=== design 1 ===
Figure 1. Cells coloured by class (design 1).
Scale: 3 px per um.
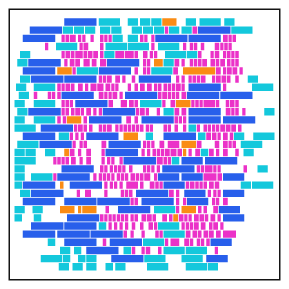

$ cat config.mk
export PLATFORM = sky130hd
export DESIGN_NAME = branch_table_updater_flat
export DESIGN_NICKNAME = d
export VERILOG_FILES = /design/src/rtl/branch_table_updater_if.sv /design/src/rtl/branch_table_updater.sv /design/src/flat_wrapper.sv
export SDC_FILE = /design/constraint.sdc
export NUM_CORES = 1
export LEC_CHECK = 0
export ABC_AREA = 1
export CAP_MARGIN = 20
export CORE_UTILIZATION = 50
export DETAILED_ROUTE_END_ITERATION = 8
export PLACE_DENSITY = 0.9
export SYNTH_ARGS = -nofsm -noshare
export SYNTH_HDL_FRONTEND = slang
export SYNTH_SLANG_ARGS = --single-unit
$ cat constraint.sdc
create_clock -name clk -period 5 [get_ports clk]
set_input_delay 1.5 -clock clk [delete_from_list [all_inputs] [get_ports clk]]
set_output_delay 1.5 -clock clk [all_outputs]
set_load 0.1 [all_outputs]
$ cat src/rtl/branch_table_updater_if.sv
// Update handshake between a branch-resolution source and the branch table updater.
// valid/ready: an update transfers on a rising clk edge where update_valid and update_ready are both 1;
// the source holds index/tag/taken stable while update_valid is 1 and not yet accepted.
interface branch_table_updater_if #(
    parameter int C_DEPTH      = 512,
    parameter int C_DATA_WIDTH = 20
);
    localparam int AW = $clog2(C_DEPTH);
    localparam int TW = C_DATA_WIDTH - 2;

    logic          update_valid;
    logic          update_ready;
    logic [AW-1:0] update_index;
    logic [TW-1:0] update_tag;
    logic          update_taken;

    modport master (
        output update_valid,
        output update_index,
        output update_tag,
        output update_taken,
        input  update_ready
    );

    modport slave (
        input  update_valid,
        input  update_index,
        input  update_tag,
        input  update_taken,
        output update_ready
    );
endinterface

$ cat src/rtl/branch_table_updater.sv
// Branch-table updater: clears the table after reset, then applies one tagged 2-bit
// saturating-counter update per cycle via a read / modify-write pipeline with forwarding.
module branch_table_updater #(
    parameter int  C_DEPTH      = 512,
    parameter int  C_DATA_WIDTH = 20,
    localparam int AW           = $clog2(C_DEPTH),
    localparam int TW           = C_DATA_WIDTH - 2
) (
    input  logic                    clk,
    input  logic                    rst,
    branch_table_updater_if.slave   upd,
    output logic [AW-1:0]           ram_read_addr,
    output logic                    ram_read_en,
    input  logic [C_DATA_WIDTH-1:0] ram_read_data,
    output logic [AW-1:0]           ram_write_addr,
    output logic                    ram_write_en,
    output logic [C_DATA_WIDTH-1:0] ram_write_data,
    output logic                    init_done,
    output logic                    state_dbg
);

    typedef enum logic {
        ST_INIT = 1'b0,
        ST_RUN  = 1'b1
    } state_t;

    state_t                  state;
    state_t                  state_next;
    logic [AW-1:0]           sweep_cnt;

    logic                    s1_valid;
    logic [AW-1:0]           s1_index;
    logic [TW-1:0]           s1_tag;
    logic                    s1_taken;

    logic                    fwd_valid;
    logic [AW-1:0]           fwd_index;
    logic [C_DATA_WIDTH-1:0] fwd_entry;

    logic                    running;
    logic                    accept;
    logic [C_DATA_WIDTH-1:0] src_entry;
    logic [C_DATA_WIDTH-1:0] new_entry;
    logic [TW-1:0]           src_tag;
    logic [1:0]              src_cnt;

    // Outputs are qualified with rst so nothing leaks out while reset is held.
    assign running          = rst && (state == ST_RUN);
    assign upd.update_ready = running;
    assign init_done        = running;
    assign state_dbg        = state;
    assign accept           = upd.update_valid && running;

    always_comb begin
        state_next = state;
        if (state == ST_INIT && sweep_cnt == AW'(C_DEPTH - 1)) begin
            state_next = ST_RUN;
        end
    end

    // The forward register covers the one case the RAM cannot: its registered read
    // returned old data because the previous write to this index committed the same edge.
    always_comb begin
        src_entry = ram_read_data;
        if (fwd_valid && fwd_index == s1_index) begin
            src_entry = fwd_entry;
        end
        src_tag = src_entry[C_DATA_WIDTH-1:2];
        src_cnt = src_entry[1:0];

        new_entry = '0;
        if (src_tag == s1_tag) begin
            new_entry[C_DATA_WIDTH-1:2] = src_tag;
            if (s1_taken) begin
                new_entry[1:0] = (src_cnt == 2'b11) ? 2'b11 : src_cnt + 2'd1;
            end else begin
                new_entry[1:0] = (src_cnt == 2'b00) ? 2'b00 : src_cnt - 2'd1;
            end
        end else begin
            new_entry[C_DATA_WIDTH-1:2] = s1_tag;
            new_entry[1:0]              = s1_taken ? 2'b10 : 2'b01;
        end
    end

    always_comb begin
        ram_read_en    = accept;
        ram_read_addr  = upd.update_index;
        ram_write_en   = 1'b0;
        ram_write_addr = sweep_cnt;
        ram_write_data = '0;
        if (rst) begin
            if (state == ST_INIT) begin
                ram_write_en   = 1'b1;
                ram_write_addr = sweep_cnt;
                ram_write_data = '0;
            end else begin
                ram_write_en   = s1_valid;
                ram_write_addr = s1_index;
                ram_write_data = new_entry;
            end
        end
    end

    always_ff @(posedge clk) begin
        if (!rst) begin
            state     <= ST_INIT;
            sweep_cnt <= '0;
            s1_valid  <= 1'b0;
            fwd_valid <= 1'b0;
        end else begin
            state <= state_next;
            if (state == ST_INIT) begin
                sweep_cnt <= sweep_cnt + AW'(1);
            end
            s1_valid  <= accept;
            fwd_valid <= s1_valid && (state == ST_RUN);
        end
    end

    // Payload registers are qualified by the valid bits and need no reset.
    always_ff @(posedge clk) begin
        if (accept) begin
            s1_index <= upd.update_index;
            s1_tag   <= upd.update_tag;
            s1_taken <= upd.update_taken;
        end
        if (s1_valid) begin
            fwd_index <= s1_index;
            fwd_entry <= new_entry;
        end
    end

endmodule

$ cat src/flat_wrapper.sv
// flat-port wrapper written by rule: the top's interface ports become plain ports
module branch_table_updater_flat 
#(
    parameter int  C_DEPTH      = 512,
    parameter int  C_DATA_WIDTH = 20,
    localparam int AW           = $clog2(C_DEPTH),
    localparam int TW           = C_DATA_WIDTH - 2
)
  (clk, rst, ram_read_addr, ram_read_en, ram_read_data, ram_write_addr, ram_write_en, ram_write_data, init_done, state_dbg, upd_update_valid, upd_update_index, upd_update_tag, upd_update_taken, upd_update_ready);
  branch_table_updater_if #(.C_DEPTH(C_DEPTH), .C_DATA_WIDTH(C_DATA_WIDTH)) upd_i ();
  input  logic clk;
  input  logic rst;
  output logic [AW-1:0] ram_read_addr;
  output logic ram_read_en;
  input  logic [C_DATA_WIDTH-1:0] ram_read_data;
  output logic [AW-1:0] ram_write_addr;
  output logic ram_write_en;
  output logic [C_DATA_WIDTH-1:0] ram_write_data;
  output logic init_done;
  output logic state_dbg;
  input wire logic [$bits(upd_i.update_valid)-1:0] upd_update_valid;
  input wire logic [$bits(upd_i.update_index)-1:0] upd_update_index;
  input wire logic [$bits(upd_i.update_tag)-1:0] upd_update_tag;
  input wire logic [$bits(upd_i.update_taken)-1:0] upd_update_taken;
  output wire logic [$bits(upd_i.update_ready)-1:0] upd_update_ready;
  assign upd_i.update_valid = upd_update_valid;
  assign upd_i.update_index = upd_update_index;
  assign upd_i.update_tag = upd_update_tag;
  assign upd_i.update_taken = upd_update_taken;
  assign upd_update_ready = upd_i.update_ready;
  branch_table_updater #(.C_DEPTH(C_DEPTH), .C_DATA_WIDTH(C_DATA_WIDTH)) u_core (.clk(clk), .rst(rst), .upd(upd_i), .ram_read_addr(ram_read_addr), .ram_read_en(ram_read_en), .ram_read_data(ram_read_data), .ram_write_addr(ram_write_addr), .ram_write_en(ram_write_en), .ram_write_data(ram_write_data), .init_done(init_done), .state_dbg(state_dbg));
endmodule
=== design 2 ===
--- config.mk ---
export PLATFORM = sky130hd
export DESIGN_NAME = alu_op_sequencer_flat
export DESIGN_NICKNAME = d
export VERILOG_FILES = /design/src/rtl/alu_op_sequencer_pkg.sv /design/src/rtl/alu_op_sequencer_if.sv /design/src/rtl/alu_op_sequencer_result_buf.sv /design/src/rtl/alu_op_sequencer.sv /design/src/flat_wrapper.sv
export SDC_FILE = /design/constraint.sdc
export NUM_CORES = 1
export LEC_CHECK = 0
export ABC_AREA = 0
export CORE_MARGIN = 8
export CORE_UTILIZATION = 52
export CTS_BUF_LIST = sky130_fd_sc_hd__clkbuf_16
export CTS_CLUSTER_DIAMETER = 40
export DETAILED_ROUTE_END_ITERATION = 7
export PLACE_DENSITY = 0.76
export SKIP_CTS_REPAIR_TIMING = 1
export SYNTH_ARGS = -nofsm -noshare
export SYNTH_HDL_FRONTEND = slang
export SYNTH_SLANG_ARGS = --single-unit
export TNS_END_PERCENT = 30
--- constraint.sdc ---
create_clock -name clk -period 2.45 [get_ports clk]
set_input_delay 0.49 -clock clk [delete_from_list [all_inputs] [get_ports clk]]
set_output_delay 0.49 -clock clk [all_outputs]
set_load 0.01 [all_outputs]
--- src/rtl/alu_op_sequencer_pkg.sv ---
// Shared types and constants for the ALU opcode sweep sequencer.
// Holds the FSM encoding, the stored result format and opcode sizing.
package alu_op_sequencer_pkg;

    localparam int OP_W     = 4;
    localparam int OP_COUNT = 16;

    typedef enum logic [1:0] {
        ST_IDLE    = 2'd0,
        ST_SETTLE  = 2'd1,
        ST_CAPTURE = 2'd2,
        ST_DONE    = 2'd3
    } seq_state_t;

    // Stored result: {carry, y}
    typedef logic [4:0] result_entry_t;

    localparam result_entry_t ENTRY_ZERO = 5'd0;

    function automatic result_entry_t make_entry(input logic carry, input logic [OP_W-1:0] y);
        return {carry, y};
    endfunction

endpackage

--- src/rtl/alu_op_sequencer_if.sv ---
// ALU-side bus: operands/opcode toward the ALU, result/carry back.
interface alu_op_sequencer_if;
    import alu_op_sequencer_pkg::*;

    logic [OP_W-1:0] alu_a;
    logic [OP_W-1:0] alu_b;
    logic [OP_W-1:0] alu_op_sel;
    logic [OP_W-1:0] alu_y;
    logic            alu_carry;

    modport master (
        output alu_a,
        output alu_b,
        output alu_op_sel,
        input  alu_y,
        input  alu_carry
    );

    modport slave (
        input  alu_a,
        input  alu_b,
        input  alu_op_sel,
        output alu_y,
        output alu_carry
    );

endinterface

--- src/rtl/alu_op_sequencer_result_buf.sv ---
// 16x5 result buffer: synchronous write, registered read, async clear.
// A read of the entry being written in the same cycle returns the old data.
module alu_result_buf
    import alu_op_sequencer_pkg::*;
(
    input  logic            clk,
    input  logic            rst_n,
    input  logic            wr_en,
    input  logic [OP_W-1:0] wr_addr,
    input  result_entry_t   wr_data,
    input  logic [OP_W-1:0] rd_addr,
    output result_entry_t   rd_data
);

    result_entry_t mem_r [OP_COUNT];

    // Storage array: cleared on reset, written on capture
    always_ff @(posedge clk or negedge rst_n) begin
        if (!rst_n) begin
            for (int i = 0; i < OP_COUNT; i++) begin
                mem_r[i] <= ENTRY_ZERO;
            end
        end else if (wr_en) begin
            mem_r[wr_addr] <= wr_data;
        end
    end

    // Registered read port
    always_ff @(posedge clk or negedge rst_n) begin
        if (!rst_n) begin
            rd_data <= ENTRY_ZERO;
        end else begin
            rd_data <= mem_r[rd_addr];
        end
    end

endmodule

--- src/rtl/alu_op_sequencer.sv ---
// Sweeps opcodes 0..LAST_OP through an external ALU with fixed operands,
// letting each settle SETTLE_CYCLES cycles before storing {carry, y}.
module alu_op_sequencer
    import alu_op_sequencer_pkg::*;
#(
    parameter int unsigned SETTLE_CYCLES = 32'd2,
    parameter int unsigned LAST_OP       = 32'd15
) (
    input  logic                clk,
    input  logic                rst_n,
    input  logic                start,
    input  logic                abort,
    input  logic [OP_W-1:0]     a_in,
    input  logic [OP_W-1:0]     b_in,
    alu_op_sequencer_if.master  alu,
    output logic                busy,
    output logic                done,
    input  logic [OP_W-1:0]     rd_addr,
    output logic [4:0]          rd_data
);

    localparam logic [OP_W-1:0] LAST_OP_C       = OP_W'(LAST_OP);
    localparam logic [3:0]      SETTLE_RELOAD_C = 4'(SETTLE_CYCLES - 32'd1);

    seq_state_t      state_r;
    seq_state_t      state_nxt_s;

    logic [OP_W-1:0] alu_a_r;
    logic [OP_W-1:0] alu_b_r;
    logic [OP_W-1:0] op_r;
    logic [3:0]      cnt_r;
    logic            busy_r;
    logic            done_r;

    logic [OP_W-1:0] alu_a_nxt_s;
    logic [OP_W-1:0] alu_b_nxt_s;
    logic [OP_W-1:0] op_nxt_s;
    logic [3:0]      cnt_nxt_s;
    logic            busy_nxt_s;
    logic            done_nxt_s;
    logic            wr_en_s;
    result_entry_t   wr_data_s;

    // FSM state register
    always_ff @(posedge clk or negedge rst_n) begin
        if (!rst_n) begin
            state_r <= ST_IDLE;
        end else begin
            state_r <= state_nxt_s;
        end
    end

    // Next-state logic; abort outranks both start and capture
    always_comb begin
        state_nxt_s = state_r;
        case (state_r)
            ST_IDLE: begin
                if (start && !abort) state_nxt_s = ST_SETTLE;
                else                 state_nxt_s = ST_IDLE;
            end
            ST_SETTLE: begin
                if (abort)                state_nxt_s = ST_IDLE;
                else if (cnt_r == 4'd0)   state_nxt_s = ST_CAPTURE;
                else                      state_nxt_s = ST_SETTLE;
            end
            ST_CAPTURE: begin
                if (abort)                  state_nxt_s = ST_IDLE;
                else if (op_r == LAST_OP_C) state_nxt_s = ST_DONE;
                else                        state_nxt_s = ST_SETTLE;
            end
            ST_DONE:  state_nxt_s = ST_IDLE;
            default:  state_nxt_s = ST_IDLE;
        endcase
    end

    // Output/datapath next values; busy and done follow the upcoming state
    always_comb begin
        alu_a_nxt_s = alu_a_r;
        alu_b_nxt_s = alu_b_r;
        op_nxt_s    = op_r;
        cnt_nxt_s   = cnt_r;
        wr_en_s     = 1'b0;
        wr_data_s   = make_entry(alu.alu_carry, alu.alu_y);
        busy_nxt_s  = (state_nxt_s == ST_SETTLE) || (state_nxt_s == ST_CAPTURE);
        done_nxt_s  = (state_nxt_s == ST_DONE);
        case (state_r)
            ST_IDLE: begin
                if (state_nxt_s == ST_SETTLE) begin
                    alu_a_nxt_s = a_in;
                    alu_b_nxt_s = b_in;
                    op_nxt_s    = {OP_W{1'b0}};
                    cnt_nxt_s   = SETTLE_RELOAD_C;
                end else begin
                    op_nxt_s    = op_r;
                end
            end
            ST_SETTLE: begin
                if (!abort && (cnt_r != 4'd0)) cnt_nxt_s = cnt_r - 4'd1;
                else                           cnt_nxt_s = cnt_r;
            end
            ST_CAPTURE: begin
                if (!abort) begin
                    wr_en_s = 1'b1;
                    // Opcode stops at LAST_OP so it never wraps
                    if (op_r != LAST_OP_C) begin
                        op_nxt_s  = op_r + 4'd1;
                        cnt_nxt_s = SETTLE_RELOAD_C;
                    end else begin
                        op_nxt_s  = op_r;
                    end
                end else begin
                    wr_en_s = 1'b0;
                end
            end
            ST_DONE: begin
                op_nxt_s = op_r;
            end
            default: begin
                op_nxt_s = op_r;
            end
        endcase
    end

    // Registered datapath and status outputs
    always_ff @(posedge clk or negedge rst_n) begin
        if (!rst_n) begin
            alu_a_r <= 4'd0;
            alu_b_r <= 4'd0;
            op_r    <= 4'd0;
            cnt_r   <= 4'd0;
            busy_r  <= 1'b0;
            done_r  <= 1'b0;
        end else begin
            alu_a_r <= alu_a_nxt_s;
            alu_b_r <= alu_b_nxt_s;
            op_r    <= op_nxt_s;
            cnt_r   <= cnt_nxt_s;
            busy_r  <= busy_nxt_s;
            done_r  <= done_nxt_s;
        end
    end

    assign alu.alu_a      = alu_a_r;
    assign alu.alu_b      = alu_b_r;
    assign alu.alu_op_sel = op_r;
    assign busy           = busy_r;
    assign done           = done_r;

    alu_result_buf u_result_buf (
        .clk     (clk),
        .rst_n   (rst_n),
        .wr_en   (wr_en_s),
        .wr_addr (op_r),
        .wr_data (wr_data_s),
        .rd_addr (rd_addr),
        .rd_data (rd_data)
    );

endmodule

--- src/flat_wrapper.sv ---
// flat-port wrapper written by rule: the top's interface ports become plain ports
module alu_op_sequencer_flat import alu_op_sequencer_pkg::*;
#(
    parameter int unsigned SETTLE_CYCLES = 32'd2,
    parameter int unsigned LAST_OP       = 32'd15
)
  (clk, rst_n, start, abort, a_in, b_in, busy, done, rd_addr, rd_data, alu_alu_a, alu_alu_b, alu_alu_op_sel, alu_alu_y, alu_alu_carry);
  alu_op_sequencer_if alu_i ();
  input  logic clk;
  input  logic rst_n;
  input  logic start;
  input  logic abort;
  input  logic [OP_W-1:0] a_in;
  input  logic [OP_W-1:0] b_in;
  output logic busy;
  output logic done;
  input  logic [OP_W-1:0] rd_addr;
  output logic [4:0] rd_data;
  output wire logic [$bits(alu_i.alu_a)-1:0] alu_alu_a;
  output wire logic [$bits(alu_i.alu_b)-1:0] alu_alu_b;
  output wire logic [$bits(alu_i.alu_op_sel)-1:0] alu_alu_op_sel;
  input wire logic [$bits(alu_i.alu_y)-1:0] alu_alu_y;
  input wire logic [$bits(alu_i.alu_carry)-1:0] alu_alu_carry;
  assign alu_alu_a = alu_i.alu_a;
  assign alu_alu_b = alu_i.alu_b;
  assign alu_alu_op_sel = alu_i.alu_op_sel;
  assign alu_i.alu_y = alu_alu_y;
  assign alu_i.alu_carry = alu_alu_carry;
  alu_op_sequencer #(.SETTLE_CYCLES(SETTLE_CYCLES), .LAST_OP(LAST_OP)) u_core (.clk(clk), .rst_n(rst_n), .start(start), .abort(abort), .a_in(a_in), .b_in(b_in), .alu(alu_i), .busy(busy), .done(done), .rd_addr(rd_addr), .rd_data(rd_data));
endmodule
=== design 3 ===
==> src/rtl/game_round_controller_if.sv <==
// Signal bundle between the round controller and its button, comparator,
// timer, generator and display neighbours.
interface game_round_controller_if;
  logic       start_b;
  logic       guess_b;
  logic       cmp_r;
  logic       end_f;
  logic [2:0] state;
  logic [7:0] level;
  logic [7:0] score;
  logic [1:0] lives;
  logic       g_enable;
  logic       time_f;
  logic [4:0] time_v;

  modport master (
    output start_b, guess_b, cmp_r, end_f,
    input  state, level, score, lives, g_enable, time_f, time_v
  );

  modport slave (
    input  start_b, guess_b, cmp_r, end_f,
    output state, level, score, lives, g_enable, time_f, time_v
  );
endinterface

==> src/rtl/game_round_controller.sv <==
// Registered round sequencer for the binary number game: arms the generator,
// loads the per-level timer budget, judges guesses, tracks level/score/lives.
//
// state | meaning
// IDLE  | waiting for start_b after reset
// ARM   | g_enable pulse, new number requested
// LOAD  | time_f pulse, timer loaded with level budget
// PLAY  | waiting for guess or timer expiry
// WIN   | correct guess, result held for display
// MISS  | wrong guess or timeout, result held unless out of lives
// OVER  | no lives left, level/score frozen until start_b
module game_round_controller #(
  parameter int START_TIME  = 20,
  parameter int MIN_TIME    = 5,
  parameter int TIME_STEP   = 1,
  parameter int LIVES       = 3,
  parameter int HOLD_CYCLES = 50_000_000
) (
  input  logic                  clk,
  input  logic                  rst,
  game_round_controller_if.slave bus
);

  localparam int HOLD_W = (HOLD_CYCLES < 2) ? 1 : $clog2(HOLD_CYCLES + 1);
  localparam logic [HOLD_W-1:0] HOLD_LAST = HOLD_W'(HOLD_CYCLES - 1);

  typedef enum logic [2:0] {
    S_IDLE = 3'd0,
    S_ARM  = 3'd1,
    S_LOAD = 3'd2,
    S_PLAY = 3'd3,
    S_WIN  = 3'd4,
    S_MISS = 3'd5,
    S_OVER = 3'd6
  } state_t;

  state_t            st;
  logic [HOLD_W-1:0] hold_cnt;
  logic [7:0]        level_r;
  logic [7:0]        score_r;
  logic [1:0]        lives_r;
  logic              g_enable_r;
  logic              time_f_r;
  logic [4:0]        time_v_r;

  // Budget worked at 16 bits so a large level cannot wrap below the floor.
  logic [15:0] time_dec;
  logic [15:0] time_diff;
  logic [4:0]  budget;

  assign time_dec  = 16'(level_r) * 16'(TIME_STEP);
  assign time_diff = 16'(START_TIME) - time_dec;

  always_comb begin
    budget = 5'(MIN_TIME);
    if ((time_dec < 16'(START_TIME)) && (time_diff > 16'(MIN_TIME)))
      budget = 5'(time_diff);
  end

  always_ff @(posedge clk) begin
    if (rst) begin
      st         <= S_IDLE;
      hold_cnt   <= '0;
      level_r    <= '0;
      score_r    <= '0;
      lives_r    <= '0;
      g_enable_r <= 1'b0;
      time_f_r   <= 1'b0;
      time_v_r   <= '0;
    end else begin
      g_enable_r <= 1'b0;
      time_f_r   <= 1'b0;
      case (st)
        S_IDLE, S_OVER: begin
          if (bus.start_b) begin
            level_r    <= '0;
            score_r    <= '0;
            lives_r    <= 2'(LIVES);
            g_enable_r <= 1'b1;
            st         <= S_ARM;
          end
        end
        S_ARM: begin
          time_f_r <= 1'b1;
          time_v_r <= budget;
          st       <= S_LOAD;
        end
        S_LOAD: st <= S_PLAY;
        S_PLAY: begin
          hold_cnt <= '0;
          if (bus.guess_b && bus.cmp_r) begin
            if (level_r != 8'hFF) level_r <= level_r + 8'd1;
            if (score_r != 8'hFF) score_r <= score_r + 8'd1;
            st <= S_WIN;
          end else if (bus.guess_b || bus.end_f) begin
            if (lives_r != 2'd0) lives_r <= lives_r - 2'd1;
            st <= S_MISS;
          end
        end
        S_WIN, S_MISS: begin
          if ((st == S_MISS) && (lives_r == 2'd0)) begin
            st <= S_OVER;
          end else if (hold_cnt == HOLD_LAST) begin
            g_enable_r <= 1'b1;
            st         <= S_ARM;
          end else begin
            hold_cnt <= hold_cnt + 1'b1;
          end
        end
        default: st <= S_IDLE;
      endcase
    end
  end

  assign bus.state    = st;
  assign bus.level    = level_r;
  assign bus.score    = score_r;
  assign bus.lives    = lives_r;
  assign bus.g_enable = g_enable_r;
  assign bus.time_f   = time_f_r;
  assign bus.time_v   = time_v_r;

endmodule

==> src/flat_wrapper.sv <==
// flat-port wrapper written by rule: the top's interface ports become plain ports
module game_round_controller_flat 
#(
  parameter int START_TIME  = 20,
  parameter int MIN_TIME    = 5,
  parameter int TIME_STEP   = 1,
  parameter int LIVES       = 3,
  parameter int HOLD_CYCLES = 50_000_000
)
  (clk, rst, bus_start_b, bus_guess_b, bus_cmp_r, bus_end_f, bus_state, bus_level, bus_score, bus_lives, bus_g_enable, bus_time_f, bus_time_v);
  game_round_controller_if bus_i ();
  input  logic clk;
  input  logic rst;
  input wire logic [$bits(bus_i.start_b)-1:0] bus_start_b;
  input wire logic [$bits(bus_i.guess_b)-1:0] bus_guess_b;
  input wire logic [$bits(bus_i.cmp_r)-1:0] bus_cmp_r;
  input wire logic [$bits(bus_i.end_f)-1:0] bus_end_f;
  output wire logic [$bits(bus_i.state)-1:0] bus_state;
  output wire logic [$bits(bus_i.level)-1:0] bus_level;
  output wire logic [$bits(bus_i.score)-1:0] bus_score;
  output wire logic [$bits(bus_i.lives)-1:0] bus_lives;
  output wire logic [$bits(bus_i.g_enable)-1:0] bus_g_enable;
  output wire logic [$bits(bus_i.time_f)-1:0] bus_time_f;
  output wire logic [$bits(bus_i.time_v)-1:0] bus_time_v;
  assign bus_i.start_b = bus_start_b;
  assign bus_i.guess_b = bus_guess_b;
  assign bus_i.cmp_r = bus_cmp_r;
  assign bus_i.end_f = bus_end_f;
  assign bus_state = bus_i.state;
  assign bus_level = bus_i.level;
  assign bus_score = bus_i.score;
  assign bus_lives = bus_i.lives;
  assign bus_g_enable = bus_i.g_enable;
  assign bus_time_f = bus_i.time_f;
  assign bus_time_v = bus_i.time_v;
  game_round_controller #(.START_TIME(START_TIME), .MIN_TIME(MIN_TIME), .TIME_STEP(TIME_STEP), .LIVES(LIVES), .HOLD_CYCLES(HOLD_CYCLES)) u_core (.clk(clk), .rst(rst), .bus(bus_i));
endmodule
==> config.mk <==
export PLATFORM = sky130hd
export DESIGN_NAME = game_round_controller_flat
export DESIGN_NICKNAME = d
export VERILOG_FILES = /design/src/rtl/game_round_controller_if.sv /design/src/rtl/game_round_controller.sv /design/src/flat_wrapper.sv
export SDC_FILE = /design/constraint.sdc
export NUM_CORES = 1
export LEC_CHECK = 0
export CORE_ASPECT_RATIO = 1.1
export CORE_UTILIZATION = 56
export CTS_CLUSTER_SIZE = 20
export DETAILED_ROUTE_END_ITERATION = 10
export PLACE_DENSITY = 0.88
export SLEW_MARGIN = 30
export SYNTH_ARGS = -nofsm -noshare
export SYNTH_HDL_FRONTEND = slang
export SYNTH_SLANG_ARGS = --single-unit
==> constraint.sdc <==
create_clock -name clk -period 3.1 [get_ports clk]
set_input_delay 0.62 -clock clk [delete_from_list [all_inputs] [get_ports clk]]
set_output_delay 0.62 -clock clk [all_outputs]
set_load 0.02 [all_outputs]
=== design 4 ===
<file path="src/rtl/reg_file_sequencer.sv">
// reg_file_sequencer
//   Instruction sequencer that drives a 4x8 register file. Takes 8-bit
//   instructions over a valid/ready handshake and runs each one as a short
//   multi-cycle FSM: IDLE -> EXEC -> WB for ALU/LI, IDLE -> EXEC -> OUT_WAIT for OUT.
//
// Ports
//   clk, reset                 clock; asynchronous active-low reset
//   instr_valid/instr_ready    instruction handshake; instr = {op,rs,rt,rd}, imm for LI
//   rf_read_reg1/2             register-file read addresses (set at accept, held)
//   rf_read_data1/2            combinational read data from the register file
//   rf_write/_reg/_data        register-file write port (rf_write high only in WB)
//   out_valid/out_ready/out_data  OUT result with back-pressure
//   flag_zero, flag_carry      status of the last ADD/SUB
//   retire_count               completed-instruction counter (wraps)
module reg_file_sequencer #(
  parameter int DATA_W = 8,
  parameter int ADDR_W = 2
) (
  input  logic              clk,
  input  logic              reset,
  input  logic              instr_valid,
  output logic              instr_ready,
  input  logic [7:0]        instr,
  input  logic [DATA_W-1:0] imm,
  output logic [ADDR_W-1:0] rf_read_reg1,
  output logic [ADDR_W-1:0] rf_read_reg2,
  input  logic [DATA_W-1:0] rf_read_data1,
  input  logic [DATA_W-1:0] rf_read_data2,
  output logic              rf_write,
  output logic [ADDR_W-1:0] rf_write_reg,
  output logic [DATA_W-1:0] rf_write_data,
  output logic              out_valid,
  input  logic              out_ready,
  output logic [DATA_W-1:0] out_data,
  output logic              flag_zero,
  output logic              flag_carry,
  output logic [7:0]        retire_count
);

  localparam logic [1:0] OP_ADD = 2'b00;
  localparam logic [1:0] OP_SUB = 2'b01;
  localparam logic [1:0] OP_LI  = 2'b10;
  localparam logic [1:0] OP_OUT = 2'b11;

  typedef enum logic [1:0] {IDLE, EXEC, WB, OUT_WAIT} state_t;

  state_t            state, state_nxt;
  logic [1:0]        op_q;
  logic [ADDR_W-1:0] rd_q;
  logic [DATA_W-1:0] imm_q;
  logic [DATA_W:0]   sum, diff, alu;

  // Extra top bit gives ADD carry-out; for SUB it is the borrow (rs < rt).
  assign sum  = {1'b0, rf_read_data1} + {1'b0, rf_read_data2};
  assign diff = {1'b0, rf_read_data1} - {1'b0, rf_read_data2};
  assign alu  = (op_q == OP_SUB) ? diff : sum;

  // Decoded from state so that an async reset in WB kills the write at once.
  assign instr_ready = (state == IDLE);
  assign rf_write    = (state == WB);

  always_comb begin
    state_nxt = state;
    unique case (state)
      IDLE:     if (instr_valid) state_nxt = EXEC;
      EXEC:     state_nxt = (op_q == OP_OUT) ? OUT_WAIT : WB;
      WB:       state_nxt = IDLE;
      OUT_WAIT: if (out_ready) state_nxt = IDLE;
      default:  state_nxt = IDLE;
    endcase
  end

  always_ff @(posedge clk or negedge reset) begin
    if (!reset) begin
      state         <= IDLE;
      op_q          <= OP_ADD;
      rd_q          <= '0;
      imm_q         <= '0;
      rf_read_reg1  <= '0;
      rf_read_reg2  <= '0;
      rf_write_reg  <= '0;
      rf_write_data <= '0;
      out_valid     <= 1'b0;
      out_data      <= '0;
      flag_zero     <= 1'b0;
      flag_carry    <= 1'b0;
      retire_count  <= '0;
    end else begin
      state <= state_nxt;
      unique case (state)
        IDLE: if (instr_valid) begin
          // Read addresses are loaded at accept so they are valid for the
          // whole EXEC cycle, and simply hold afterwards.
          op_q         <= instr[7:6];
          rf_read_reg1 <= instr[5:4];
          rf_read_reg2 <= instr[3:2];
          rd_q         <= instr[1:0];
          imm_q        <= imm;
        end
        EXEC: begin
          if (op_q == OP_OUT) begin
            out_data  <= rf_read_data1;
            out_valid <= 1'b1;
          end else begin
            // rf_write_data doubles as the result register presented in WB.
            rf_write_reg  <= rd_q;
            rf_write_data <= (op_q == OP_LI) ? imm_q : alu[DATA_W-1:0];
            if (op_q != OP_LI) begin
              flag_zero  <= (alu[DATA_W-1:0] == '0);
              flag_carry <= alu[DATA_W];
            end
          end
        end
        WB: retire_count <= retire_count + 8'd1;
        OUT_WAIT: if (out_ready) begin
          out_valid    <= 1'b0;
          retire_count <= retire_count + 8'd1;
        end
        default: ;
      endcase
    end
  end

endmodule

</file>
<file path="config.mk">
export PLATFORM = sky130hd
export DESIGN_NAME = reg_file_sequencer
export DESIGN_NICKNAME = d
export VERILOG_FILES = /design/src/rtl/reg_file_sequencer.sv
export SDC_FILE = /design/constraint.sdc
export NUM_CORES = 1
export LEC_CHECK = 0
export CORE_ASPECT_RATIO = 1.75
export CORE_MARGIN = 2
export CORE_UTILIZATION = 43
export DETAILED_ROUTE_END_ITERATION = 10
export GPL_TIMING_DRIVEN = 0
export HOLD_SLACK_MARGIN = 0.02
export PLACE_DENSITY = 0.77
export SLEW_MARGIN = 30
export SYNTH_ARGS = -nofsm -noshare
export SYNTH_HDL_FRONTEND = slang
export SYNTH_SLANG_ARGS = --single-unit
</file>
<file path="constraint.sdc">
create_clock -name clk -period 2.6 [get_ports clk]
set_input_delay 0.39 -clock clk [delete_from_list [all_inputs] [get_ports clk]]
set_output_delay 0.39 -clock clk [all_outputs]
set_load 0.03 [all_outputs]
</file>
Figure 2. Cell placement (design 4).
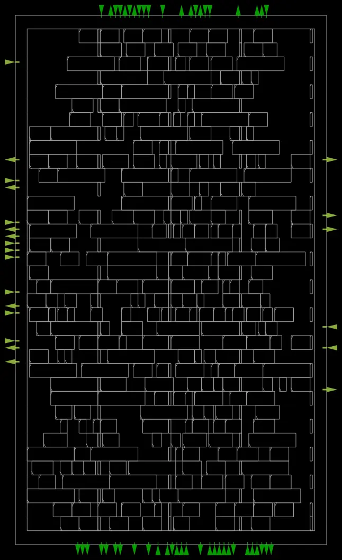
fill count: 479
flip-flops: 47
Seq/total area: 0.339
Finished Layout Cells: 383
total core area: 5500 um2

==> run notes, design 4 <==
run metrics: FF-to-FF End=flag_zero, comb_multi_in=~160, failing checks=setup timing, Final setup viols=1, initial antenna violation count=0, final setup margin=-0.0134 ns, final core utilization=0.633, clock network fraction of total power=0.095, dominant logic cell type in the layout=clkdlybuf4s50_1, Floorplan Utilization=0.441, Cell Rows=36, layout cells sized above 1=0.264, Synth Area in Compound Gates=0.116, # Cells Yosys=around 220, status=complete, but fails checks, Sequential Power Share=0.289, Post-DP Area=roughly 3200 um2, global-route wire length before repair=between 9000 and 10000 um
## design 4: worst min path at each step
stage / end
floorplan: flag_carry
global placement: retire_count[7]
detailed placement: rf_write_data[4]
CTS: rf_write_data[4]
global route: rf_read_reg2[0]
finish: rf_write_data[4]
## design 4: layer usage
metal / GRT usage / part of all wire / up-vias
li1: - / - / 949
met1: 0.230 / 0.38 / 920
met2: 0.342 / 0.57 / 40
met3: 0.0323 / 0.029 / 11
met4: 0.0719 / 0.021 / 0
met5: 0 / 0 / -
## design 4: critical path: stages
cell and delay [ns]:
dlygate4sd2_1 0.26, inv_2 0.06, ha_2 0.26, nand2_2 0.06, o21ai_2 0.07, fa_2 0.34, nand2b_4 0.16, a211oi_4 0.27
o221ai_2 0.17, o311ai_4 0.10, or4b_4 0.50, o31ai_2 0.17
## design 4: logic make-up (layout without fill, tap and decap cells)
kind of cell	count (synthesis)	in the layout
fa+ha+maj	11	11
mux	30	30
simple gates	62	62
buf+inv	14	102
xor+xnor	15	15
compound gates	40	40
flops	47	47
## design 4: timing repair
item	in CTS	in global routing
pin swaps	9	0
gates resized	27	12
setup endpoints to repair	5	5
endpoints found under the hold margin	0	0
buffers inserted	10	0
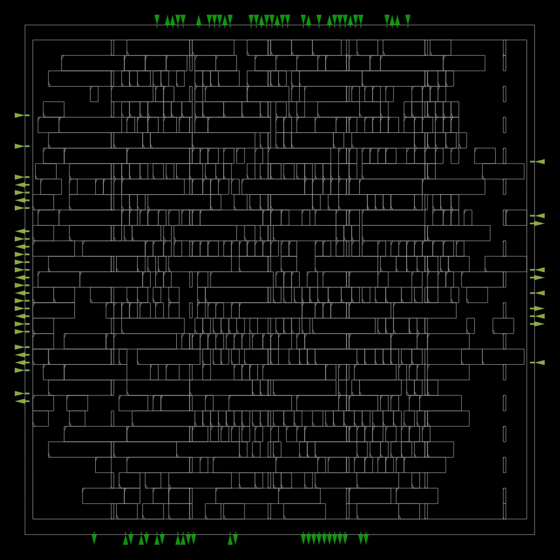
Figure 3: design 1, cell placement.
Tapcell Cnt: 99
Cell Rows: 31
Finished Layout Cells: 680
total core area: 7330 um2

## Picture notes: Figure 1
flops: in blue, cells 69, share of their area 38%. other buffers and delay cells: in cyan, cells 99, share of their area 25%. combinational and other logic: in magenta, cells 397, share of their area 33%. clock drivers and dummy loads: in orange, cells 16, share of their area 3.6%.
Seq/total area: 0.372
final core utilization: 0.715
Post-Layout Inst Area: 5240 um2

==> run notes, design 1 <==
run metrics: status=finished, final reports clean, Die H=roughly 90 um, xor and xnor area share after synthesis=0.00456, Lkg Pwr=2.39 nW, Post-synth ARST share=0, setup bufs post-CTS=0, Worst Hold End=u_core.fwd_entry[6], Hold Buf Count CTS=0, clock network fraction of total power=0.365, R2R Path Start=u_core.s1_index[6], reg-to-reg slack, setup=roughly 2.3 ns, layout cells sized above 1=0.129, nets@finish=roughly 630, Clock Sinks=about 69, CP required=3.50 ns, Clk pin slew, worst setup/hold paths=0.07 ns, Setup crit start kind=primary input, crit path DAT=about 3.3 ns, NetSw=around 0.29 mW, RSZ-0062 raised after global routing=no, Root Buffer=clkbuf_8, Commonest cells post-synth=nand2_1, inv_1, nand3_1, Worst Skew=approximately 0.0060 ns, final setup margin=between 0.2 and 0.25 ns, gpl congestion=between 0.9 and 1, final worst path period share=0.958
design 1: critical path, cell delays in order:
cell and delay (ns):
clkdlybuf4s50_1 0.49, o21bai_1 0.14, nand3_1 0.10, nand2_1 0.08
nand2_1 0.06, nor2_1 0.10, nand2_1 0.10, nor2_2 0.11
nand3_1 0.10, a21oi_1 0.29, buf_12 0.22
design 1: area by class of cell:
cell class	instances	area (um2)	share of cell area
timing repair buffer	99	1280	0.245
sequential	69	1950	0.372
inverter	82	308	0.0587
clock inverter	4	48.8	0.00931
clock buffer	12	135	0.0258
multi-input combinational	315	1390	0.265
tap	99	124	0.0236
design 1: layout by cell type (no fill, tap or decap):
cell and instances:
nand3_1 66, bufinv_16 1, xor2_1 2, nor2_1 50
edfxtp_1 57, nand2_4 1, o21ai_1 1, or2_2 1
clkbuf_1 3, o21ai_2 1, o21bai_1 1, inv_1 81
a21oi_1 8, buf_12 33, nor2_2 6, nand2_1 150
dfxtp_1 12, ha_1 2, nand2_2 2, clkinv_4 1
clkinv_2 2, nor2_4 2, clkbuf_8 9, buf_4 15
and2_1 1, nor3_1 3, o21a_1 1, clkdlybuf4s50_1 51
o21ai_0 17, inv_2 1
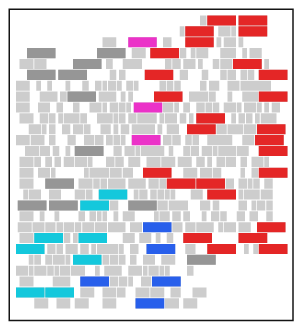
Figure 4: design 3, register map, names as in the netlist.
Scale: 4 px per um. Other sequential cells in the stronger grey, the rest of the logic in the fainter grey.
u_core.bus.time_v: in blue, placed flops 5, where south. u_core.bus.state: in magenta, placed flops 3. u_core.hold_cnt: in red, placed flops 26. u_core.bus.level: in cyan, placed flops 8, where south-west.

==> run notes, design 3 <==
run metrics: Post-synth top flop=dfxtp_1, # DRC=2, clk_buf instances=5, dominant logic cell type in the layout=dfxtp_1, number of global-route vias before repair=2419, final core utilization=0.663, register area=between 1000 and 1500 um2, comb_multi_in=266, Post-synth ARST share=0, MI comb area=between 1500 and 2000 um2, diode count=0, Setup crit start kind=register, met2 usage=0.429, Final Hold Fails=0, GR Layer Usage met3=0.0351, grt met1 use=0.293, Post-DP Area=between 3000 and 4000 um2, distinct lib cells=about 63, global-route wire length before repair=roughly 11000 um, sequential area share after synthesis=0.373, NonClk Buf Share=0.106, Post-Synthesis Cells=roughly 340, Yosys reg bits=roughly 54, crit-path cells=and3b_2, a21oi_2, or4_4, or3_1, a21oi_1, Lkg Pwr=between 1 and 1.5 nW, failing checks=DRC, Inverters excl. clock=7, Worst Hold Class=reg -> reg, nets@finish=roughly 380, Area leader share=0.373, status=complete, but fails checks, metal2 WL=3260 um, Commonest cells post-synth=dfxtp_1, nor2_1, a21oi_1, xnor2_1, Reg with most FFs=u_core.hold_cnt, DR iter-0 viols=approximately 130, Synth area leader=dfxtp_1, Peak Freq=roughly 420 MHz, max reg flops=26, most numerous cell in the Yosys netlist=dfxtp_1, RSZ-0062 raised after global routing=no, Final setup viols=0, CTS H-tree lvls=2, CP required=between 3 and 4 ns
## design 3: where the power goes
part | switching [mW] | internal, mW | leakage [nW]
clock | 0.221 | 0.152 | 0.0438
sequential | 0.0741 | 0.746 | 0.437
combinational | 0.347 | 0.239 | 0.590
## design 3: tightest hold or removal path, cell delays in order (launching register included)
cell     delay (ns)
dfxtp_1        0.33
o21ai_0        0.07
a21oi_1        0.06
## design 3: final timing paths
path / endpoint / from / cells past startpoint / slack (ns)
worst max register to register: u_core.hold_cnt[22] / u_core.bus.state[0] / 5 / 0.72
worst min register to register: u_core.bus.lives[1] / u_core.bus.lives[1] / 2 / 0.50
worst max-delay path: u_core.hold_cnt[22] / u_core.bus.state[0] / 5 / 0.72
worst min-delay path: u_core.bus.lives[1] / u_core.bus.lives[1] / 2 / 0.50
## design 3: cell families (layout without fill, tap and decap cells)
logic type / count (synthesis) / in the layout
multiplexers: 3 / 3
AND-OR/OR-AND: 67 / 67
buffers and inverters: 24 / 50
flip-flops: 54 / 54
AND/OR/NAND/NOR: 160 / 160
adder cells (fa/ha/maj): 7 / 7
XOR/XNOR: 29 / 29
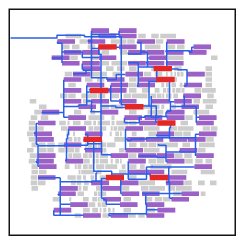
Figure 5: design 2, clock wires, drivers and flops.
Scale: 2 px per um.
clock wires: in blue, length 1150 um. clock drivers: in red, count 9. flip-flops: in purple, count 105.
There are 10 routed clock nets.
clk pwr: 1.52 mW
Worst Skew: 0.00661 ns
Late-Pin Clk Latency: 0.34 ns
clock network fraction of total power: 0.344

==> run notes, design 2 <==
run metrics: status=finished, final reports clean, syn nets=355, reg-to-reg slack, setup=around 0.20 ns, nets@finish=402, layout cells sized above 1=0.402, TritonRoute pass-1 iters=4, die width=about 110 um, final setup margin=0.198 ns, Logic power comb=around 0.84 mW, Highest Signal Layer=met4, Biggest Area Class=sequential cells, cts bufs inserted=9, PwrDens=769 nW/um2, Post-DP Area=~5400 um2, placement-stage worst setup slack=-0.0337 ns, Worst slew margin=0.545, Synth Cell Area=just under 5000 um2, CP max stage delay=a little under 0.4 ns, crit-path max FO=9, Area leader share=0.545, RSZ-0062 raised after global routing=yes, DR iter-0 viols=approximately 130, Tot GR Track Use=0.174
-- design 2: worst max-delay path by stage --
| stage | slack [ns] | cells past startpoint | endpoint | startpoint |
|---|---|---|---|---|
| detailed placement | -0.03 | 9 | u_core.alu.alu_b[1] | abort |
| global placement | 0.05 | 9 | u_core.alu.alu_a[3] | abort |
| CTS | 0.03 | 9 | u_core.alu.alu_b[1] | u_core.cnt_r[0] |
| global route | -0.0008 | 10 | u_core.alu.alu_op_sel[0] | u_core.cnt_r[0] |
| floorplan | 0.09 | 9 | u_core.alu.alu_a[0] | u_core.cnt_r[0] |
| finish | 0.20 | 9 | u_core.alu.alu_b[1] | u_core.cnt_r[0] |
-- design 2: cell families (layout without fill, tap and decap cells) --
| group | after synthesis | in the layout | synth area share |
|---|---|---|---|
| multiplexers | 108 | 108 | 0.299 |
| flip-flops | 105 | 105 | 0.545 |
| AND/OR/NAND/NOR | 61 | 61 | 0.0851 |
| buffers and inverters | 24 | 76 | 0.0221 |
| AND-OR/OR-AND | 20 | 20 | 0.0280 |
| adder cells (fa/ha/maj) | 8 | 8 | 0.0208 |


==> layout pictures side by side <==
Nets reached from selected ports.
picture 1
Scale: 6 px per um.
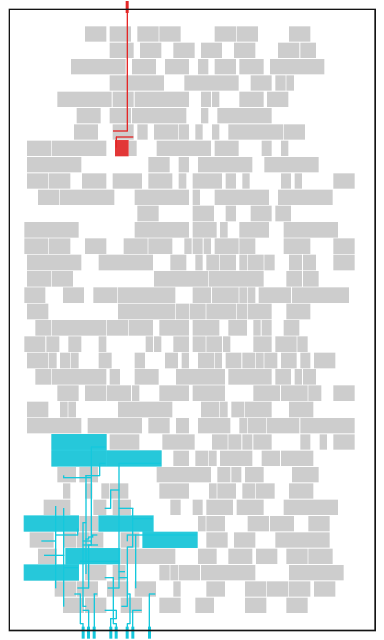
picture 2
Scale: 6 px per um.
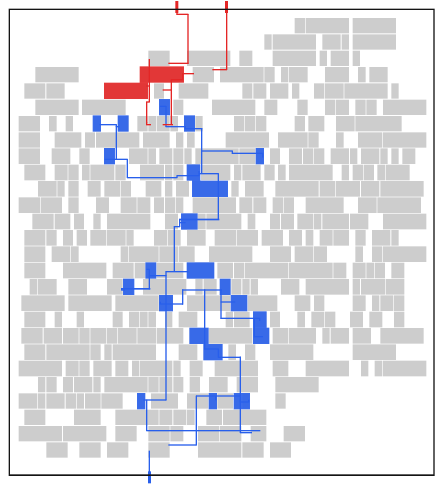
picture 3
Scale: 4 px per um.
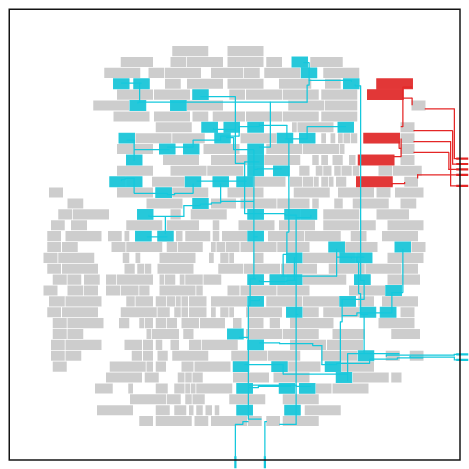
picture 4
Scale: 6 px per um.
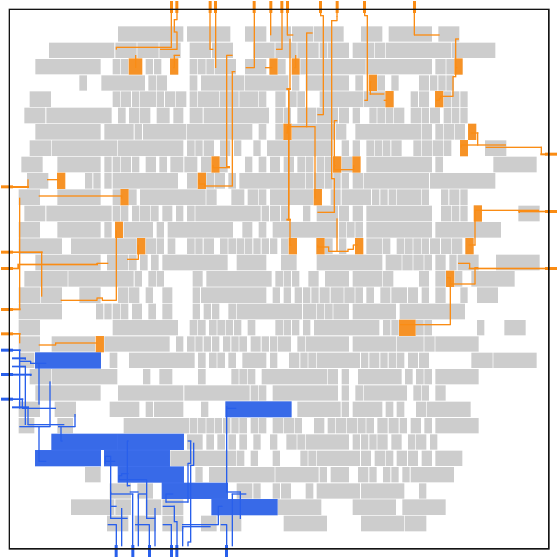
For design 4, see picture 1.
For design 2, see picture 3.
For design 3, see picture 2.
For design 1, see picture 4.
- most cells: picture 4
- largest die: picture 3

Key to picture 4:
ram_read_data: in orange, bits 20, direction input, end cells 28, buffers 20, wire 511 um. upd_update_index: in blue, bits 9, direction input, end cells 9, buffers 18, wire 280 um.


==> notes/layouts.md <==
Pictures saved along the way, in no particular order.

Clock wires, drivers and flops.
Plate I
Scale: 4 px per um.
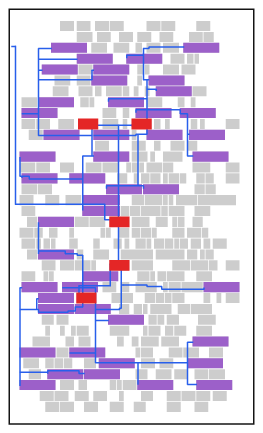
Plate II
Scale: 4 px per um.
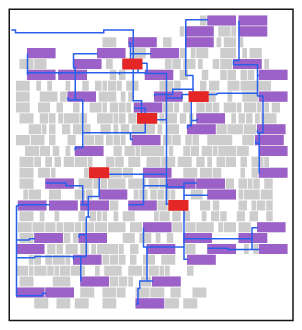
Plate III
Scale: 3 px per um.
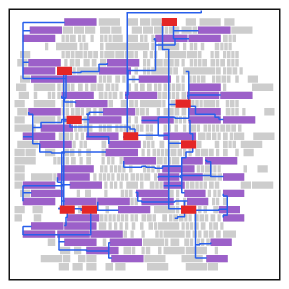
- design 4 = Plate I
- design 1 = Plate III
- design 3 = Plate II
- largest die: Plate III
- most sequential cells: Plate III

No activity file was given, so power comes from the tool's default toggle rates.
